==================== design 1
[src/rtl/spi_slave.sv]
`default_nettype none
// ============================================================================
// Module   : spi_slave
// Purpose  : Byte-oriented SPI slave (mode 0, MSB first) clocked by the system
//            clock. SCK/SSEL/MOSI are synchronized and edge-detected in the clk
//            domain. Each received byte is presented with a one-cycle strobe;
//            a caller-supplied byte is shifted out on MISO.
// Ports    : clk           - system clock (>= 4x SCK)
//            rst_n         - asynchronous active-low reset
//            SCK/MOSI/SSEL - SPI pins from the master (asynchronous)
//            MISO          - slave serial output, tx_shift[7]
//            data_ready    - one-clk pulse when data_recv holds a new byte
//            data_recv     - last complete received byte
//            data_send     - byte to transmit, captured at byte boundaries
//            bit_count_out - bits received so far in the current byte
// Revision : 1.0 - initial release
// ============================================================================
module spi_slave #(
  parameter int SYNC_STAGES = 2
) (
  input  logic       clk,
  input  logic       rst_n,
  input  logic       SCK,
  input  logic       MOSI,
  output logic       MISO,
  input  logic       SSEL,
  output logic       data_ready,
  output logic [7:0] data_recv,
  input  logic [7:0] data_send,
  output logic [2:0] bit_count_out
);

  // Synchronizer chains; the newest sample enters at bit 0.
  logic [SYNC_STAGES-1:0] sck_sync;
  logic [SYNC_STAGES-1:0] ssel_sync;
  logic [SYNC_STAGES-1:0] mosi_sync;
  logic                   sck_hist;
  logic                   ssel_hist;

  logic sck_s;
  logic ssel_s;
  logic mosi_s;
  logic sck_rise;
  logic sck_fall;
  logic ssel_act;
  logic ssel_start;

  logic [6:0] rx_shift;
  logic [2:0] bit_count;
  logic [7:0] tx_shift;

  always_ff @(posedge clk or negedge rst_n) begin
    if (!rst_n) begin
      sck_sync  <= '0;
      ssel_sync <= {SYNC_STAGES{1'b1}};
      mosi_sync <= '0;
      sck_hist  <= 1'b0;
      ssel_hist <= 1'b1;
    end else begin
      sck_sync  <= {sck_sync[SYNC_STAGES-2:0], SCK};
      ssel_sync <= {ssel_sync[SYNC_STAGES-2:0], SSEL};
      mosi_sync <= {mosi_sync[SYNC_STAGES-2:0], MOSI};
      sck_hist  <= sck_sync[SYNC_STAGES-1];
      ssel_hist <= ssel_sync[SYNC_STAGES-1];
    end
  end

  assign sck_s      = sck_sync[SYNC_STAGES-1];
  assign ssel_s     = ssel_sync[SYNC_STAGES-1];
  assign mosi_s     = mosi_sync[SYNC_STAGES-1];
  assign sck_rise   = sck_s & ~sck_hist;
  assign sck_fall   = ~sck_s & sck_hist;
  assign ssel_act   = ~ssel_s;
  assign ssel_start = ~ssel_s & ssel_hist;

  // Receive path. Deselect discards any partial byte and resets bit position.
  always_ff @(posedge clk or negedge rst_n) begin
    if (!rst_n) begin
      rx_shift   <= '0;
      bit_count  <= '0;
      data_recv  <= '0;
      data_ready <= 1'b0;
    end else begin
      data_ready <= 1'b0;
      if (!ssel_act) begin
        rx_shift  <= '0;
        bit_count <= '0;
      end else if (sck_rise) begin
        rx_shift  <= {rx_shift[5:0], mosi_s};
        bit_count <= bit_count + 3'd1;
        if (bit_count == 3'd7) begin
          data_recv  <= {rx_shift, mosi_s};
          data_ready <= 1'b1;
        end
      end
    end
  end

  // Transmit path. A falling edge with bit_count==0 follows the eighth rise,
  // so that is where the next byte is fetched; frame start takes priority.
  always_ff @(posedge clk or negedge rst_n) begin
    if (!rst_n) begin
      tx_shift <= '0;
    end else if (ssel_start) begin
      tx_shift <= data_send;
    end else if (sck_fall && ssel_act) begin
      if (bit_count == 3'd0) begin
        tx_shift <= data_send;
      end else begin
        tx_shift <= {tx_shift[6:0], 1'b0};
      end
    end
  end

  assign MISO          = tx_shift[7];
  assign bit_count_out = bit_count;

endmodule
`default_nettype wire

[config.mk]
export PLATFORM = sky130hd
export DESIGN_NAME = spi_slave
export DESIGN_NICKNAME = d
export VERILOG_FILES = /design/src/rtl/spi_slave.sv
export SDC_FILE = /design/constraint.sdc
export NUM_CORES = 1
export LEC_CHECK = 0
export CAP_MARGIN = 10
export CORE_UTILIZATION = 45
export DETAILED_ROUTE_END_ITERATION = 12
export PLACE_DENSITY = 0.85
export SYNTH_ARGS = -nofsm -noshare
export SYNTH_HDL_FRONTEND = slang
export SYNTH_SLANG_ARGS = --single-unit
[constraint.sdc]
create_clock -name clk -period 1.5 [get_ports clk]
set_clock_uncertainty 0.2 [all_clocks]
set_input_delay 0.3 -clock clk [delete_from_list [all_inputs] [get_ports clk]]
set_output_delay 0.3 -clock clk [all_outputs]
set_load 0.03 [all_outputs]
==> design_1/layer_met3.png <==
Cells faint in the background.
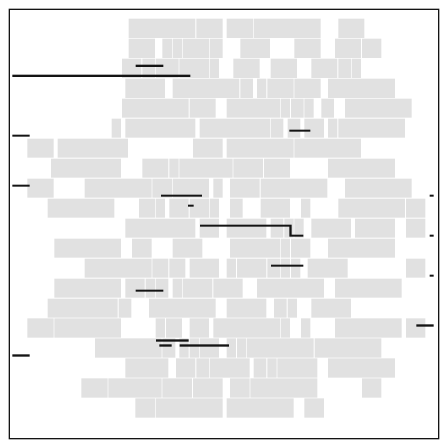
longest straight run = 23.9 µm
main direction = horizontal

==> design_1/metal_density.png <==
Scale bar: 20 µm. The die is cut into 12 by 12 equal tiles; white is low, dark blue is high, scaled to the fullest tile. Values are wire area over tile area, all layers added.
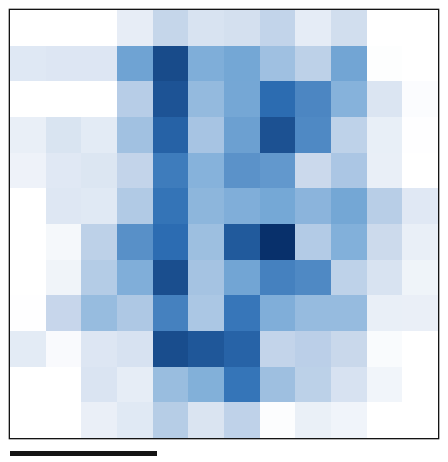
fullest tile = 0.40
mean over tiles = 0.12
densest ninth of the die = center
nearly empty tiles = 18%
tiles over half the peak = 22%

==> impl_metrics.py <==
# Physical implementation metrics
metrics = {
    "status": {
        "status": "finished, violations left",
        "violations": "setup timing",
    },
    "worst_setup_path": {
        "r2r-start": "bit_count_out[0]$_DFFE_PN0P_",
        "worst_r2r_path_depth": 5,
        "crit_path_end": "data_recv[7]$_DFFE_PN0P_",
    },
    "logic_synthesis": {
        "netlist_instances": 114,
        "synthTopCellsByCount": "dfrtp_1, nand2_1, a21oi_1",
        "ys_area_um2": 1420,
        "syn_avg_cell_area_um2": 12.5,
    },
    "cts": {
        "cts_max_level": 2,
        "numCtsBuffers": 5,
        "worstSkewPairLatency_ns": 0.33,
    },
    "cells_and_area": {
        "drive_above_1_share_pct": 39.6,
        "nets": 174,
        "final_common_cell": "dfrtp_1",
        "design_area_um2": 1990,
    },
    "detailed_routing": {
        "drt_iter0_drc": 28,
        "wl_per_cell_um": 12.9,
        "wl_met1_um": 1130,
        "highest_layer": "met4",
        "remaining_drc_errors": 0,
    },
    "final_timing": {
        "rsz0062_at_grt": "true",
        "setup_viol": 19,
        "setup_ws_ns": -0.154,
        "period_used_pct": 110,
    },
    "placement": {
        "dpl_cell_area_um2": 1790,
    },
    "global_route": {
        "grt_use_met2_pct": 26.3,
        "grt_util_met3_pct": 4.02,
    },
    "power": {
        "clock_power_uw": 475,
    },
}
stage by stage:
step	TNS [ns]	hold WS, ns	util [%]
detailed placement	-5.73	0.137	59.1
CTS	-2.26	0.124	64.2
finish	-2.35	0.114	65.6
global route	-3.31	0.148	65.6
floorplan	-2.20	-0.196	-
global placement	-5.04	0.131	59.1
worst max-delay path: stages, from the launching register on:
cell	delay (ns)
dfrtp_2	0.40
ha_4	0.15
ha_4	0.12
nor3b_4	0.21
buf_6	0.17
mux2_4	0.30

==================== design 2
### src/rtl/memory_arbiter_if.sv
// Bus bundle for the three-port memory arbiter: requester handshakes and
// the single-port synchronous RAM connection.
interface memory_arbiter_if;
    logic        instruction_request;
    logic [15:0] instruction_address;
    logic        instruction_ack;
    logic        data_request;
    logic        data_write_enable;
    logic [15:0] data_address;
    logic [15:0] data_write_data;
    logic        data_ack;
    logic        video_request;
    logic [15:0] video_address;
    logic        video_ack;
    logic [15:0] read_data;
    logic [15:0] mem_address;
    logic        mem_write_enable;
    logic [15:0] mem_write_data;
    logic [15:0] mem_read_data;

    modport slave (
        input  instruction_request, instruction_address,
        input  data_request, data_write_enable, data_address, data_write_data,
        input  video_request, video_address, mem_read_data,
        output instruction_ack, data_ack, video_ack, read_data,
        output mem_address, mem_write_enable, mem_write_data
    );

    modport master (
        output instruction_request, instruction_address,
        output data_request, data_write_enable, data_address, data_write_data,
        output video_request, video_address, mem_read_data,
        input  instruction_ack, data_ack, video_ack, read_data,
        input  mem_address, mem_write_enable, mem_write_data
    );
endinterface

### src/rtl/memory_arbiter.sv
// Three-port arbiter (video > data > instruction, with instruction starvation
// promotion) in front of a single-port synchronous RAM; one access per 2 cycles.
module memory_arbiter #(
    parameter int unsigned STARVE_LIMIT = 4
) (
    input  logic            clock,
    input  logic            reset,
    memory_arbiter_if.slave bus
);
    localparam int unsigned SC_W = ($clog2(STARVE_LIMIT + 1) > 3) ? $clog2(STARVE_LIMIT + 1) : 3;
    localparam logic [SC_W-1:0] SC_MAX = SC_W'(STARVE_LIMIT);
    localparam logic [SC_W-1:0] SC_ONE = SC_W'(1);

    typedef enum logic [1:0] {ST_IDLE = 2'd0, ST_ACCESS = 2'd1, ST_RESPOND = 2'd2} state_t;
    typedef enum logic [1:0] {PORT_NONE = 2'd0, PORT_INSTR = 2'd1, PORT_DATA = 2'd2, PORT_VIDEO = 2'd3} port_t;

    state_t          state_r, state_s;
    port_t           winner_r, grant_s;
    logic [SC_W-1:0] starve_r, starve_s;
    logic [15:0]     grant_addr_s, mem_address_r, mem_address_s, wdata_r;
    logic            mem_we_r, mem_we_s;
    logic            ack_i_r, ack_d_r, ack_v_r, ack_i_s, ack_d_s, ack_v_s;
    logic            arb_s, i_eff_s, d_eff_s, v_eff_s;

    // Next state, arbitration, starvation counter and next registered outputs.
    always_comb begin
        state_s       = state_r;
        grant_s       = PORT_NONE;
        starve_s      = starve_r;
        grant_addr_s  = 16'h0000;
        arb_s         = (state_r == ST_IDLE) || (state_r == ST_RESPOND);
        // The port being acked still holds its request this cycle; ignore it.
        i_eff_s = bus.instruction_request && !((state_r == ST_RESPOND) && (winner_r == PORT_INSTR));
        d_eff_s = bus.data_request        && !((state_r == ST_RESPOND) && (winner_r == PORT_DATA));
        v_eff_s = bus.video_request       && !((state_r == ST_RESPOND) && (winner_r == PORT_VIDEO));

        case (state_r)
            ST_IDLE, ST_RESPOND: begin
                if (i_eff_s && (starve_r >= SC_MAX)) begin
                    grant_s = PORT_INSTR;
                end else if (v_eff_s) begin
                    grant_s = PORT_VIDEO;
                end else if (d_eff_s) begin
                    grant_s = PORT_DATA;
                end else if (i_eff_s) begin
                    grant_s = PORT_INSTR;
                end else begin
                    grant_s = PORT_NONE;
                end
                if (grant_s != PORT_NONE) begin
                    state_s = ST_ACCESS;
                end else begin
                    state_s = ST_IDLE;
                end
            end
            ST_ACCESS: state_s = ST_RESPOND;
            default:   state_s = ST_IDLE;
        endcase

        if (!arb_s) begin
            starve_s = starve_r;
        end else if (!i_eff_s || (grant_s == PORT_INSTR)) begin
            starve_s = {SC_W{1'b0}};
        end else if (starve_r < SC_MAX) begin
            starve_s = starve_r + SC_ONE;
        end else begin
            starve_s = starve_r;
        end

        case (grant_s)
            PORT_INSTR: grant_addr_s = bus.instruction_address;
            PORT_DATA:  grant_addr_s = bus.data_address;
            PORT_VIDEO: grant_addr_s = bus.video_address;
            default:    grant_addr_s = 16'h0000;
        endcase

        mem_address_s = (grant_s != PORT_NONE) ? grant_addr_s : 16'h0000;
        mem_we_s      = (grant_s == PORT_DATA) && bus.data_write_enable;
        ack_i_s       = (state_r == ST_ACCESS) && (winner_r == PORT_INSTR);
        ack_d_s       = (state_r == ST_ACCESS) && (winner_r == PORT_DATA);
        ack_v_s       = (state_r == ST_ACCESS) && (winner_r == PORT_VIDEO);
    end

    // State, winner, starvation counter and registered bus outputs.
    always_ff @(posedge clock or negedge reset) begin
        if (!reset) begin
            state_r       <= ST_IDLE;
            winner_r      <= PORT_NONE;
            starve_r      <= {SC_W{1'b0}};
            mem_address_r <= 16'h0000;
            mem_we_r      <= 1'b0;
            wdata_r       <= 16'h0000;
            ack_i_r       <= 1'b0;
            ack_d_r       <= 1'b0;
            ack_v_r       <= 1'b0;
        end else begin
            state_r       <= state_s;
            starve_r      <= starve_s;
            mem_address_r <= mem_address_s;
            mem_we_r      <= mem_we_s;
            ack_i_r       <= ack_i_s;
            ack_d_r       <= ack_d_s;
            ack_v_r       <= ack_v_s;
            if (grant_s != PORT_NONE) begin
                winner_r <= grant_s;
            end else begin
                winner_r <= winner_r;
            end
            if (grant_s == PORT_DATA) begin
                wdata_r <= bus.data_write_data;
            end else begin
                wdata_r <= wdata_r;
            end
        end
    end

    assign bus.instruction_ack  = ack_i_r;
    assign bus.data_ack         = ack_d_r;
    assign bus.video_ack        = ack_v_r;
    assign bus.read_data        = bus.mem_read_data;
    assign bus.mem_address      = mem_address_r;
    assign bus.mem_write_enable = mem_we_r;
    assign bus.mem_write_data   = wdata_r;
endmodule

### src/flat_wrapper.sv
// flat-port wrapper written by rule: the top's interface ports become plain ports
module memory_arbiter_flat 
#(
    parameter int unsigned STARVE_LIMIT = 4
)
  (clock, reset, bus_instruction_request, bus_instruction_address, bus_data_request, bus_data_write_enable, bus_data_address, bus_data_write_data, bus_video_request, bus_video_address, bus_mem_read_data, bus_instruction_ack, bus_data_ack, bus_video_ack, bus_read_data, bus_mem_address, bus_mem_write_enable, bus_mem_write_data);
  memory_arbiter_if bus_i ();
  input  logic clock;
  input  logic reset;
  input wire logic [$bits(bus_i.instruction_request)-1:0] bus_instruction_request;
  input wire logic [$bits(bus_i.instruction_address)-1:0] bus_instruction_address;
  input wire logic [$bits(bus_i.data_request)-1:0] bus_data_request;
  input wire logic [$bits(bus_i.data_write_enable)-1:0] bus_data_write_enable;
  input wire logic [$bits(bus_i.data_address)-1:0] bus_data_address;
  input wire logic [$bits(bus_i.data_write_data)-1:0] bus_data_write_data;
  input wire logic [$bits(bus_i.video_request)-1:0] bus_video_request;
  input wire logic [$bits(bus_i.video_address)-1:0] bus_video_address;
  input wire logic [$bits(bus_i.mem_read_data)-1:0] bus_mem_read_data;
  output wire logic [$bits(bus_i.instruction_ack)-1:0] bus_instruction_ack;
  output wire logic [$bits(bus_i.data_ack)-1:0] bus_data_ack;
  output wire logic [$bits(bus_i.video_ack)-1:0] bus_video_ack;
  output wire logic [$bits(bus_i.read_data)-1:0] bus_read_data;
  output wire logic [$bits(bus_i.mem_address)-1:0] bus_mem_address;
  output wire logic [$bits(bus_i.mem_write_enable)-1:0] bus_mem_write_enable;
  output wire logic [$bits(bus_i.mem_write_data)-1:0] bus_mem_write_data;
  assign bus_i.instruction_request = bus_instruction_request;
  assign bus_i.instruction_address = bus_instruction_address;
  assign bus_i.data_request = bus_data_request;
  assign bus_i.data_write_enable = bus_data_write_enable;
  assign bus_i.data_address = bus_data_address;
  assign bus_i.data_write_data = bus_data_write_data;
  assign bus_i.video_request = bus_video_request;
  assign bus_i.video_address = bus_video_address;
  assign bus_i.mem_read_data = bus_mem_read_data;
  assign bus_instruction_ack = bus_i.instruction_ack;
  assign bus_data_ack = bus_i.data_ack;
  assign bus_video_ack = bus_i.video_ack;
  assign bus_read_data = bus_i.read_data;
  assign bus_mem_address = bus_i.mem_address;
  assign bus_mem_write_enable = bus_i.mem_write_enable;
  assign bus_mem_write_data = bus_i.mem_write_data;
  memory_arbiter #(.STARVE_LIMIT(STARVE_LIMIT)) u_core (.clock(clock), .reset(reset), .bus(bus_i));
endmodule
### config.mk
export PLATFORM = sky130hd
export DESIGN_NAME = memory_arbiter_flat
export DESIGN_NICKNAME = d
export VERILOG_FILES = /design/src/rtl/memory_arbiter_if.sv /design/src/rtl/memory_arbiter.sv /design/src/flat_wrapper.sv
export SDC_FILE = /design/constraint.sdc
export NUM_CORES = 1
export LEC_CHECK = 0
export CORE_AREA = 5 5 83 85
export DETAILED_ROUTE_END_ITERATION = 7
export DIE_AREA = 0 0 88 90
export PLACE_DENSITY = 0.89
export SYNTH_ARGS = -nofsm -noshare
export SYNTH_HDL_FRONTEND = slang
export SYNTH_SLANG_ARGS = --single-unit
### constraint.sdc
create_clock -name clock -period 2.45 [get_ports clock]
set_clock_uncertainty 0.05 [all_clocks]
set_input_delay 0.3675 -clock clock [delete_from_list [all_inputs] [get_ports clock]]
set_output_delay 0.3675 -clock clock [all_outputs]
set_load 0.02 [all_outputs]
==> impl_metrics.py <==
# Physical implementation metrics
metrics = {
    "cells_and_area": {
        "sh_comb_area_pct": 23.8,
        "seq_cells": 43,
        "clkCellAreaFrac_pct": 3.61,
        "nNonClkBuffers": 112,
        "final_cell_mix": "clkdlybuf4s50_1, dfrtp_1, inv_1, mux2i_1, o32ai_1",
    },
    "worst_setup_path": {
        "cp_cell_sequence": "clkdlybuf4s50_1 > mux2i_1 > a311o_1 > nand2b_4 > or2_1 > buf_12 > mux2_4",
        "worstSetupPathType": "in -> reg",
    },
    "cts": {
        "path_clk_slew_ns": 0.08,
        "clock_sinks": 43,
        "hold_buffers": 0,
    },
    "power": {
        "power.total_mw": 3.69,
        "power_frac_seq_pct": 32.8,
        "clock_power_uw": 564,
    },
    "detailed_routing": {
        "vias_per_cell": 4.78,
        "dr_wl_met2_um": 2820,
    },
    "status": {
        "status": "finished clean",
    },
    "logic_synthesis": {
        "ys_top_logic_family": "multiplexers",
        "synth_area_um2": 2100,
        "top_cell": "dfrtp_1",
        "synthTopCellsByArea": "dfrtp_1, mux2i_1, o32ai_1",
    },
    "placement": {
        "gp_congestion": 0.772,
    },
    "job": {
        "maxCapViolCount": 0,
    },
    "final_timing": {
        "fin_crit_ns": 2.09,
    },
    "die": {
        "die_w_um": 88,
    },
}
[worst paths after layout]
kind | to | slack [ns] | depth (start not counted)
max in group asynchronous | u_core.bus.mem_address[11]$_DFF_PN0_ | 1.59 | 1
min | u_core.bus.mem_write_data[12]$_DFFE_PN0N_ | 0.18 | 1
min reg2reg | u_core.bus.mem_write_data[8]$_DFFE_PN0N_ | 0.46 | 1
max reg2reg | u_core.bus.mem_write_data[6]$_DFFE_PN0N_ | 0.39 | 6
min in group clock | u_core.bus.mem_write_data[8]$_DFFE_PN0N_ | 0.46 | 1
max | u_core.bus.mem_write_data[6]$_DFFE_PN0N_ | 0.36 | 7
==> design_2/clk_routes.png <==
Scale bar: 20 µm.
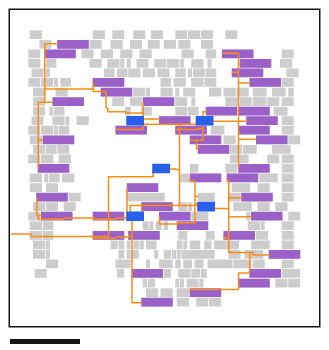
purple -> flip-flops  # count 43
orange -> clock wires  # length 520 µm
blue -> clock drivers  # count 5
flops lie = widely spread
routed clock nets = 6


==================== design 3
File: src/rtl/gf16_pkg.sv
// gf16_pkg: GF(2^4) constants (P(x) = x^4 + x + 1) and control state shared by the syndrome calculator.
package gf16_pkg;
  localparam logic [4:0] GF_POLY = 5'b10011;
  localparam logic [3:0] ALPHA_POW [15] = '{
    4'h1, 4'h2, 4'h4, 4'h8, 4'h3, 4'h6, 4'hC, 4'hB,
    4'h5, 4'hA, 4'h7, 4'hE, 4'hF, 4'hD, 4'h9
  };
  typedef enum logic {ACCUM, HOLD} state_e;
endpackage

File: src/rtl/gf16_mul.sv
// gf16_mul: combinational GF(2^4) multiply; carry-less product followed by reduction modulo GF_POLY.
module gf16_mul
  import gf16_pkg::*;
(
  input  logic [3:0] i_a,
  input  logic [3:0] i_b,
  output logic [3:0] o_p
);
  logic [6:0] w_prod;
  always_comb begin
    w_prod = '0;
    for (int i = 0; i < 4; i++)
      if (i_b[i]) w_prod = w_prod ^ (7'(i_a) << i);
    for (int i = 6; i >= 4; i--)
      if (w_prod[i]) w_prod = w_prod ^ (7'(GF_POLY) << (i - 4));
    o_p = w_prod[3:0];
  end
endmodule

File: src/rtl/rs_syndrome_calc.sv
// rs_syndrome_calc: streaming Reed-Solomon syndrome calculator, Horner evaluation at alpha^1..alpha^NSYN.
// Define RS_SYN_ERRFLAG_EN to register err_flag (OR of all syndromes); otherwise err_flag is tied low.
module rs_syndrome_calc
  import gf16_pkg::*;
#(
  parameter int NSYN = 4,
  parameter int N    = 15
) (
  input  logic              clk,
  input  logic              rst_n,
  input  logic              in_valid,
  output logic              in_ready,
  input  logic [3:0]        in_sym,
  output logic              out_valid,
  input  logic              out_ready,
  output logic [4*NSYN-1:0] syndrome,
  output logic              err_flag
);
  localparam int CW = (N > 1) ? $clog2(N) : 1;

  state_e            r_state;
  logic [CW-1:0]     r_cnt;
  logic [4*NSYN-1:0] r_syn;
  logic              r_out_valid;
  logic [4*NSYN-1:0] w_next;
  logic              w_acc;
  logic              w_first;
  logic              w_last;
  logic              w_release;

  assign in_ready  = (r_state == ACCUM) || out_ready;
  assign w_acc     = in_valid && in_ready;
  assign w_first   = r_cnt == '0;
  assign w_last    = r_cnt == CW'(N - 1);
  assign w_release = (r_state == HOLD) && out_ready;

  genvar k;
  for (k = 0; k < NSYN; k++) begin : g_lane
    logic [3:0] w_prod;
    gf16_mul u_mul (
      .i_a(r_syn[4*k +: 4]),
      .i_b(ALPHA_POW[k+1]),
      .o_p(w_prod)
    );
    assign w_next[4*k +: 4] = w_prod ^ in_sym;
  end

  // A release and an accept may share a cycle; the accept then starts the next codeword at count 0.
  always_ff @(posedge clk or negedge rst_n)
    if (!rst_n) begin
      r_state     <= ACCUM;
      r_cnt       <= '0;
      r_syn       <= '0;
      r_out_valid <= 1'b0;
    end else begin
      if (w_release) begin
        r_state     <= ACCUM;
        r_out_valid <= 1'b0;
      end
      if (w_acc) begin
        r_syn <= w_first ? {NSYN{in_sym}} : w_next;
        r_cnt <= w_last ? '0 : r_cnt + 1'b1;
        if (w_last) begin
          r_state     <= HOLD;
          r_out_valid <= 1'b1;
        end
      end
    end

`ifdef RS_SYN_ERRFLAG_EN
  logic r_err;
  always_ff @(posedge clk or negedge rst_n)
    if (!rst_n) r_err <= 1'b0;
    else if (w_acc && w_last) r_err <= |w_next;
    else if (w_release) r_err <= 1'b0;
  assign err_flag = r_err;
`else
  assign err_flag = 1'b0;
`endif

  assign out_valid = r_out_valid;
  assign syndrome  = r_syn;
endmodule
File: config.mk
export PLATFORM = sky130hd
export DESIGN_NAME = rs_syndrome_calc
export DESIGN_NICKNAME = d
export VERILOG_FILES = /design/src/rtl/gf16_pkg.sv /design/src/rtl/gf16_mul.sv /design/src/rtl/rs_syndrome_calc.sv
export SDC_FILE = /design/constraint.sdc
export NUM_CORES = 1
export LEC_CHECK = 0
export CORE_ASPECT_RATIO = 1.75
export CORE_MARGIN = 2
export CORE_UTILIZATION = 57
export CTS_BUF_LIST = sky130_fd_sc_hd__clkbuf_4
export DETAILED_ROUTE_END_ITERATION = 16
export HOLD_SLACK_MARGIN = 0.12
export PLACE_DENSITY = 0.86
export SLEW_MARGIN = 10
export SYNTH_ARGS = -nofsm -noshare
export SYNTH_HDL_FRONTEND = slang
export SYNTH_SLANG_ARGS = --single-unit
File: constraint.sdc
create_clock -name clk -period 3.1 [get_ports clk]
set_clock_uncertainty 0.15 [all_clocks]
set_input_delay 0.62 -clock clk [delete_from_list [all_inputs] [get_ports clk]]
set_output_delay 0.62 -clock clk [all_outputs]
set_load 0.1 [all_outputs]
==> design_3/clocks.png <==
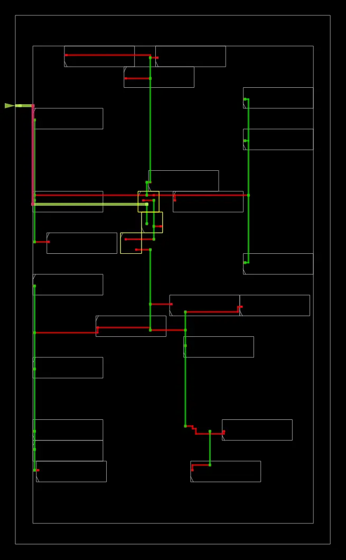
Late-Pin Clk Latency: 0.29 ns
CTS sink count: 22

==> design_3/wires.png <==
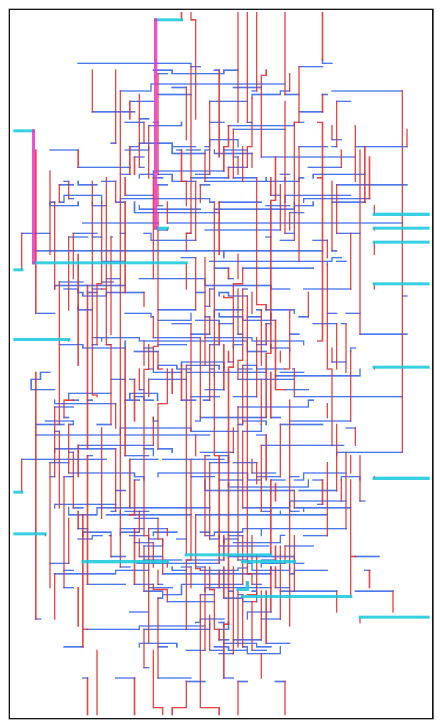
red -> metal 2  # wire length 1520 µm
magenta -> metal 4  # wire length 33.3 µm
blue -> metal 1  # wire length 1200 µm
cyan -> metal 3  # wire length 102 µm

==> impl_metrics.py <==
# Physical implementation metrics
metrics = {
    "logic_synthesis": {
        "edf_count": 0,
        "yosys.area_share.simple_pct": 25.6,
        "seq_area_frac_synth_pct": 39.6,
        "synthTopCellsByCount": "dfrtp_1, nand2_1, o21ai_0",
    },
    "final_timing": {
        "hold_violations": 0,
        "hold_ws_ns": 0.381,
    },
    "die": {
        "fp_util_pct": 60.3,
        "chipArea_um2": 2860,
        "die_h_um": 69.3,
    },
    "detailed_routing": {
        "wl_met3_um": 102,
        "drt-total-wl_um": 2850,
    },
    "placement": {
        "port_buffers": 25,
        "dpl_cell_area_um2": 1570,
    },
    "cts": {
        "cts_max_level": 1,
    },
    "status": {
        "status": "finished clean",
    },
}
## placed cells by master, fill, tap and decap left out, drive strengths merged, types with 2 or more instances in the layout
master,n
nand2,24
dfrtp,22
buf,21
o21ai,18
nor2b,8
xnor2,8
nand3,8
xor2,7
clkdlybuf4s50,7
nand2b,6
nor2,6
a21oi,5
o31ai,4
a32oi,3
nand4b,3
clkbuf,3
or2,2
a31oi,2
nor3,2
## layout make-up
cell class | instances | share of cell area [%]
Tap cell | 25 | 1.97
Sequential cell | 22 | 34.6
Clock buffer | 3 | 1.42
Multi-Input combinational cell | 120 | 46.9
Timing Repair Buffer | 28 | 15.1

==================== design 4
==> design_4/layer_met3.png <==
Cells faint in the background.
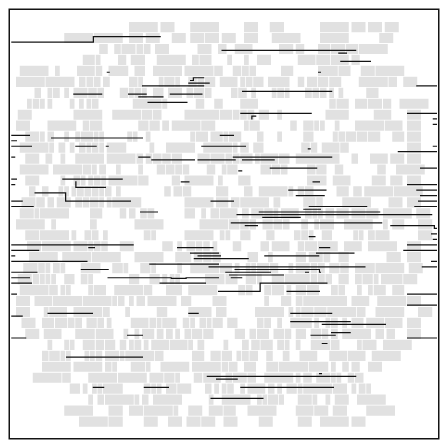
==> design_4/detail.png <==
Region (33, 33) to (73, 73) µm. Cells in gray, sequential cells in the stronger gray; small squares are vias.
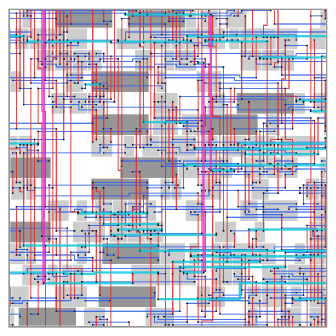
==> design_4/clocks.png <==
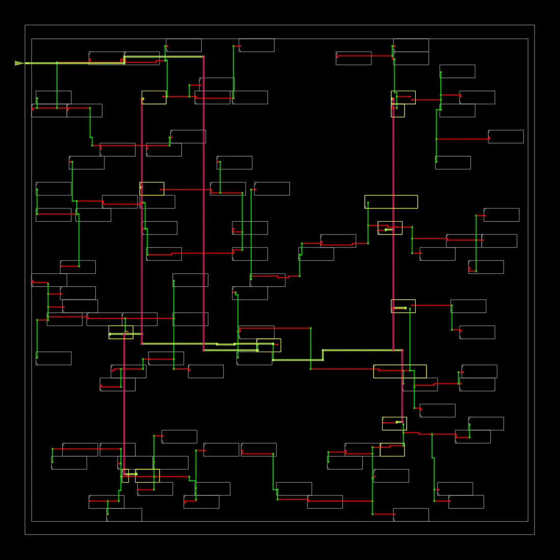
`config.mk`:
```
export PLATFORM = sky130hd
export DESIGN_NAME = psum_accumulator
export DESIGN_NICKNAME = d
export VERILOG_FILES = /design/src/rtl/psum_accumulator.sv
export SDC_FILE = /design/constraint.sdc
export NUM_CORES = 1
export LEC_CHECK = 0
export CAP_MARGIN = 20
export CORE_MARGIN = 1
export CORE_UTILIZATION = 50
export DETAILED_ROUTE_END_ITERATION = 7
export PLACE_DENSITY = 0.75
export RECOVER_POWER = 100
export SETUP_SLACK_MARGIN = 0.15
export SYNTH_ARGS = -nofsm -noshare
export SYNTH_HDL_FRONTEND = slang
export SYNTH_SLANG_ARGS = --single-unit
```
`constraint.sdc`:
```
create_clock -name clk -period 3.5 [get_ports clk]
set_input_delay 0.525 -clock clk [delete_from_list [all_inputs] [get_ports clk]]
set_output_delay 0.525 -clock clk [all_outputs]
set_load 0.03 [all_outputs]
```
`src/rtl/psum_accumulator.sv`:
```
// psum_accumulator: accumulates multiplier products per group (full-width or dual-lane) and emits one result per group over valid/ready.
module psum_accumulator #(
    parameter int PSUM_WIDTH = 32,
    parameter int CNT_WIDTH  = 8
) (
    input  logic                  clk,
    input  logic                  rst_n,
    input  logic                  in_valid,
    output logic                  in_ready,
    input  logic                  in_mode,
    input  logic [PSUM_WIDTH-1:0] in_psum,
    input  logic                  in_last,
    output logic                  out_valid,
    input  logic                  out_ready,
    output logic [PSUM_WIDTH-1:0] out_psum,
    output logic                  out_mode,
    output logic [1:0]            out_ovf,
    output logic [CNT_WIDTH-1:0]  out_cnt
);
    localparam int H = PSUM_WIDTH / 2;
    typedef enum logic {IDLE, ACC} state_t;
    state_t                state;
    logic [PSUM_WIDTH-1:0] acc, base, nsum;
    logic [PSUM_WIDTH:0]   full;
    logic [H:0]            lo, hi;
    logic                  mode, nmode, beat, first;
    logic [1:0]            ovf, bovf, novf;
    logic [CNT_WIDTH-1:0]  cnt, ncnt;
    assign in_ready = !(out_valid && !out_ready);
    assign beat     = in_valid && in_ready;
    assign first    = state == IDLE;
    // The first beat of a group behaves like an add onto a cleared accumulator.
    always_comb begin
        nmode = first ? in_mode : mode;
        base  = first ? '0 : acc;
        bovf  = first ? 2'b00 : ovf;
        full  = {1'b0, base} + {1'b0, in_psum};
        lo    = {1'b0, base[H-1:0]} + {1'b0, in_psum[H-1:0]};
        hi    = {1'b0, base[PSUM_WIDTH-1:H]} + {1'b0, in_psum[PSUM_WIDTH-1:H]};
        nsum  = nmode ? {hi[H-1:0], lo[H-1:0]} : full[PSUM_WIDTH-1:0];
        novf  = nmode ? (bovf | {hi[H], lo[H]}) : (bovf | {1'b0, full[PSUM_WIDTH]});
        ncnt  = first ? CNT_WIDTH'(1) : (&cnt ? cnt : cnt + 1'b1);
    end
    always_ff @(posedge clk) begin
        if (!rst_n) begin
            state     <= IDLE;
            acc       <= '0;
            mode      <= 1'b0;
            ovf       <= 2'b00;
            cnt       <= '0;
            out_valid <= 1'b0;
            out_psum  <= '0;
            out_mode  <= 1'b0;
            out_ovf   <= 2'b00;
            out_cnt   <= '0;
        end else begin
            if (out_valid && out_ready)
                out_valid <= 1'b0;
            if (beat && in_last) begin
                out_valid <= 1'b1;
                out_psum  <= nsum;
                out_mode  <= nmode;
                out_ovf   <= novf;
                out_cnt   <= ncnt;
                state     <= IDLE;
                acc       <= '0;
                mode      <= 1'b0;
                ovf       <= 2'b00;
                cnt       <= '0;
            end else if (beat) begin
                state <= ACC;
                acc   <= nsum;
                mode  <= nmode;
                ovf   <= novf;
                cnt   <= ncnt;
            end
        end
    end
endmodule

```
==> impl_metrics.py <==
# Physical implementation metrics
metrics = {
    "cells_and_area": {
        "flop_area_um2": 1760,
        "design_area_um2": 6550,
        "sh_seq_area_pct": 26.9,
        "nNonClkBuffers": 102,
        "diodes": 0,
    },
    "job": {
        "maxCapViolCount": 0,
        "warnings": 26,
    },
    "final_timing": {
        "fin_setup_tns_ns": 0,
        "skew_ns": 0.0120,
        "hold_violations": 0,
    },
    "cts": {
        "cts_resized": 0,
        "clock_sinks": 88,
    },
    "worst_setup_path": {
        "slowest_stage": "dlygate4sd3_1",
        "worst_ep_required_time_ns": 3.77,
        "worstSetupPathType": "in -> reg",
        "crit_path_end": "acc[25]$_SDFFE_PP0P_",
    },
    "placement": {
        "dpl_cell_area_um2": 6410,
        "dpl_worst_slack_ns": -0.0342,
    },
    "die": {
        "rows": 37,
    },
    "logic_synthesis": {
        "ys_async_sr_fraction_pct": 0,
        "ys_area_um2": 5430,
        "ys_types": 65,
    },
    "status": {
        "status": "finished clean",
    },
}
Notes on design_4/layer_met3.png above:
longest straight run = 48.3 µm
share of all routed wire = 7.4%
main direction = horizontal
nets with wire on the layer = 97

Notes on design_4/detail.png above:
red -> metal 2
cyan -> metal 3
magenta -> metal 4
blue -> metal 1
sequential cells in the window = 13
cells with their middle in the window = 128
netlist names of flops here include = acc (5), out_psum (5), ovf (2)
most frequent = nand2_1 (13), dfxtp_1 (13), nor2_1 (10)

Notes on design_4/clocks.png above:
Late-Pin Clk Latency: 0.38 ns
Num CTS Buffers: 9
registers: 88

per-layer routing:
metal	GRT usage [%]	up-vias	share of wire [%]	wire length, µm
met3	5.33	24	7.4	1150
met2	45.4	200	46	7150
li1	-	2591	-	-
met4	13.1	0	2.1	332
met5	0	-	0	0
met1	37.8	2512	44	6840
placed cells by master (no fill, tap or decap), drive strengths merged, types with 31 or more instances in the layout:
cell type and instances:
nor2 56, ha 32, clkdlybuf4s50 33, and2 33, o21ai 31, nand2 94
dfxtp 88, a21oi 81, dlygate4sd3 49


==> gallery <==
Routed metal per tile.
(a)
Scale bar: 20 µm. The die is cut into 21 by 21 equal tiles; white is low, dark blue is high, scaled to the fullest tile. Values are wire area over tile area, all layers added.
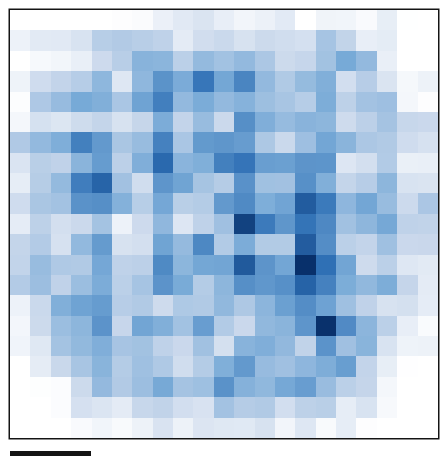
(b)
Scale bar: 10 µm. The die is cut into 8 by 14 equal tiles; white is low, dark blue is high, scaled to the fullest tile. Values are wire area over tile area, all layers added.
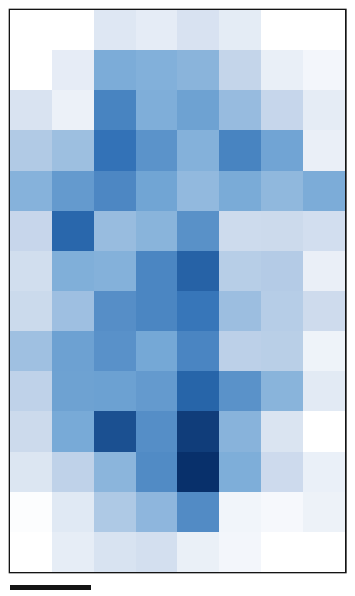
(c)
Scale bar: 20 µm. The die is cut into 18 by 18 equal tiles; white is low, dark blue is high, scaled to the fullest tile. Values are wire area over tile area, all layers added.
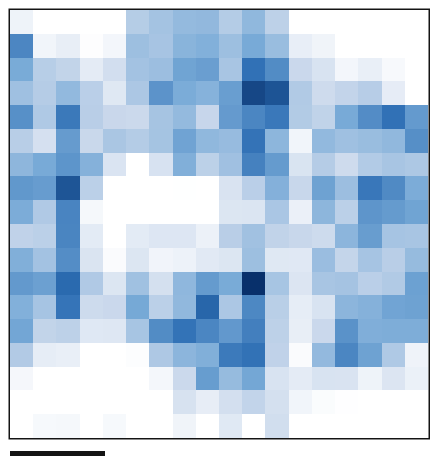
| from | picture |
|---|---|
| design 3 | (b) |
| design 2 | (c) |
| design 4 | (a) |

No activity file was given, so power comes from the tool's default toggle rates.
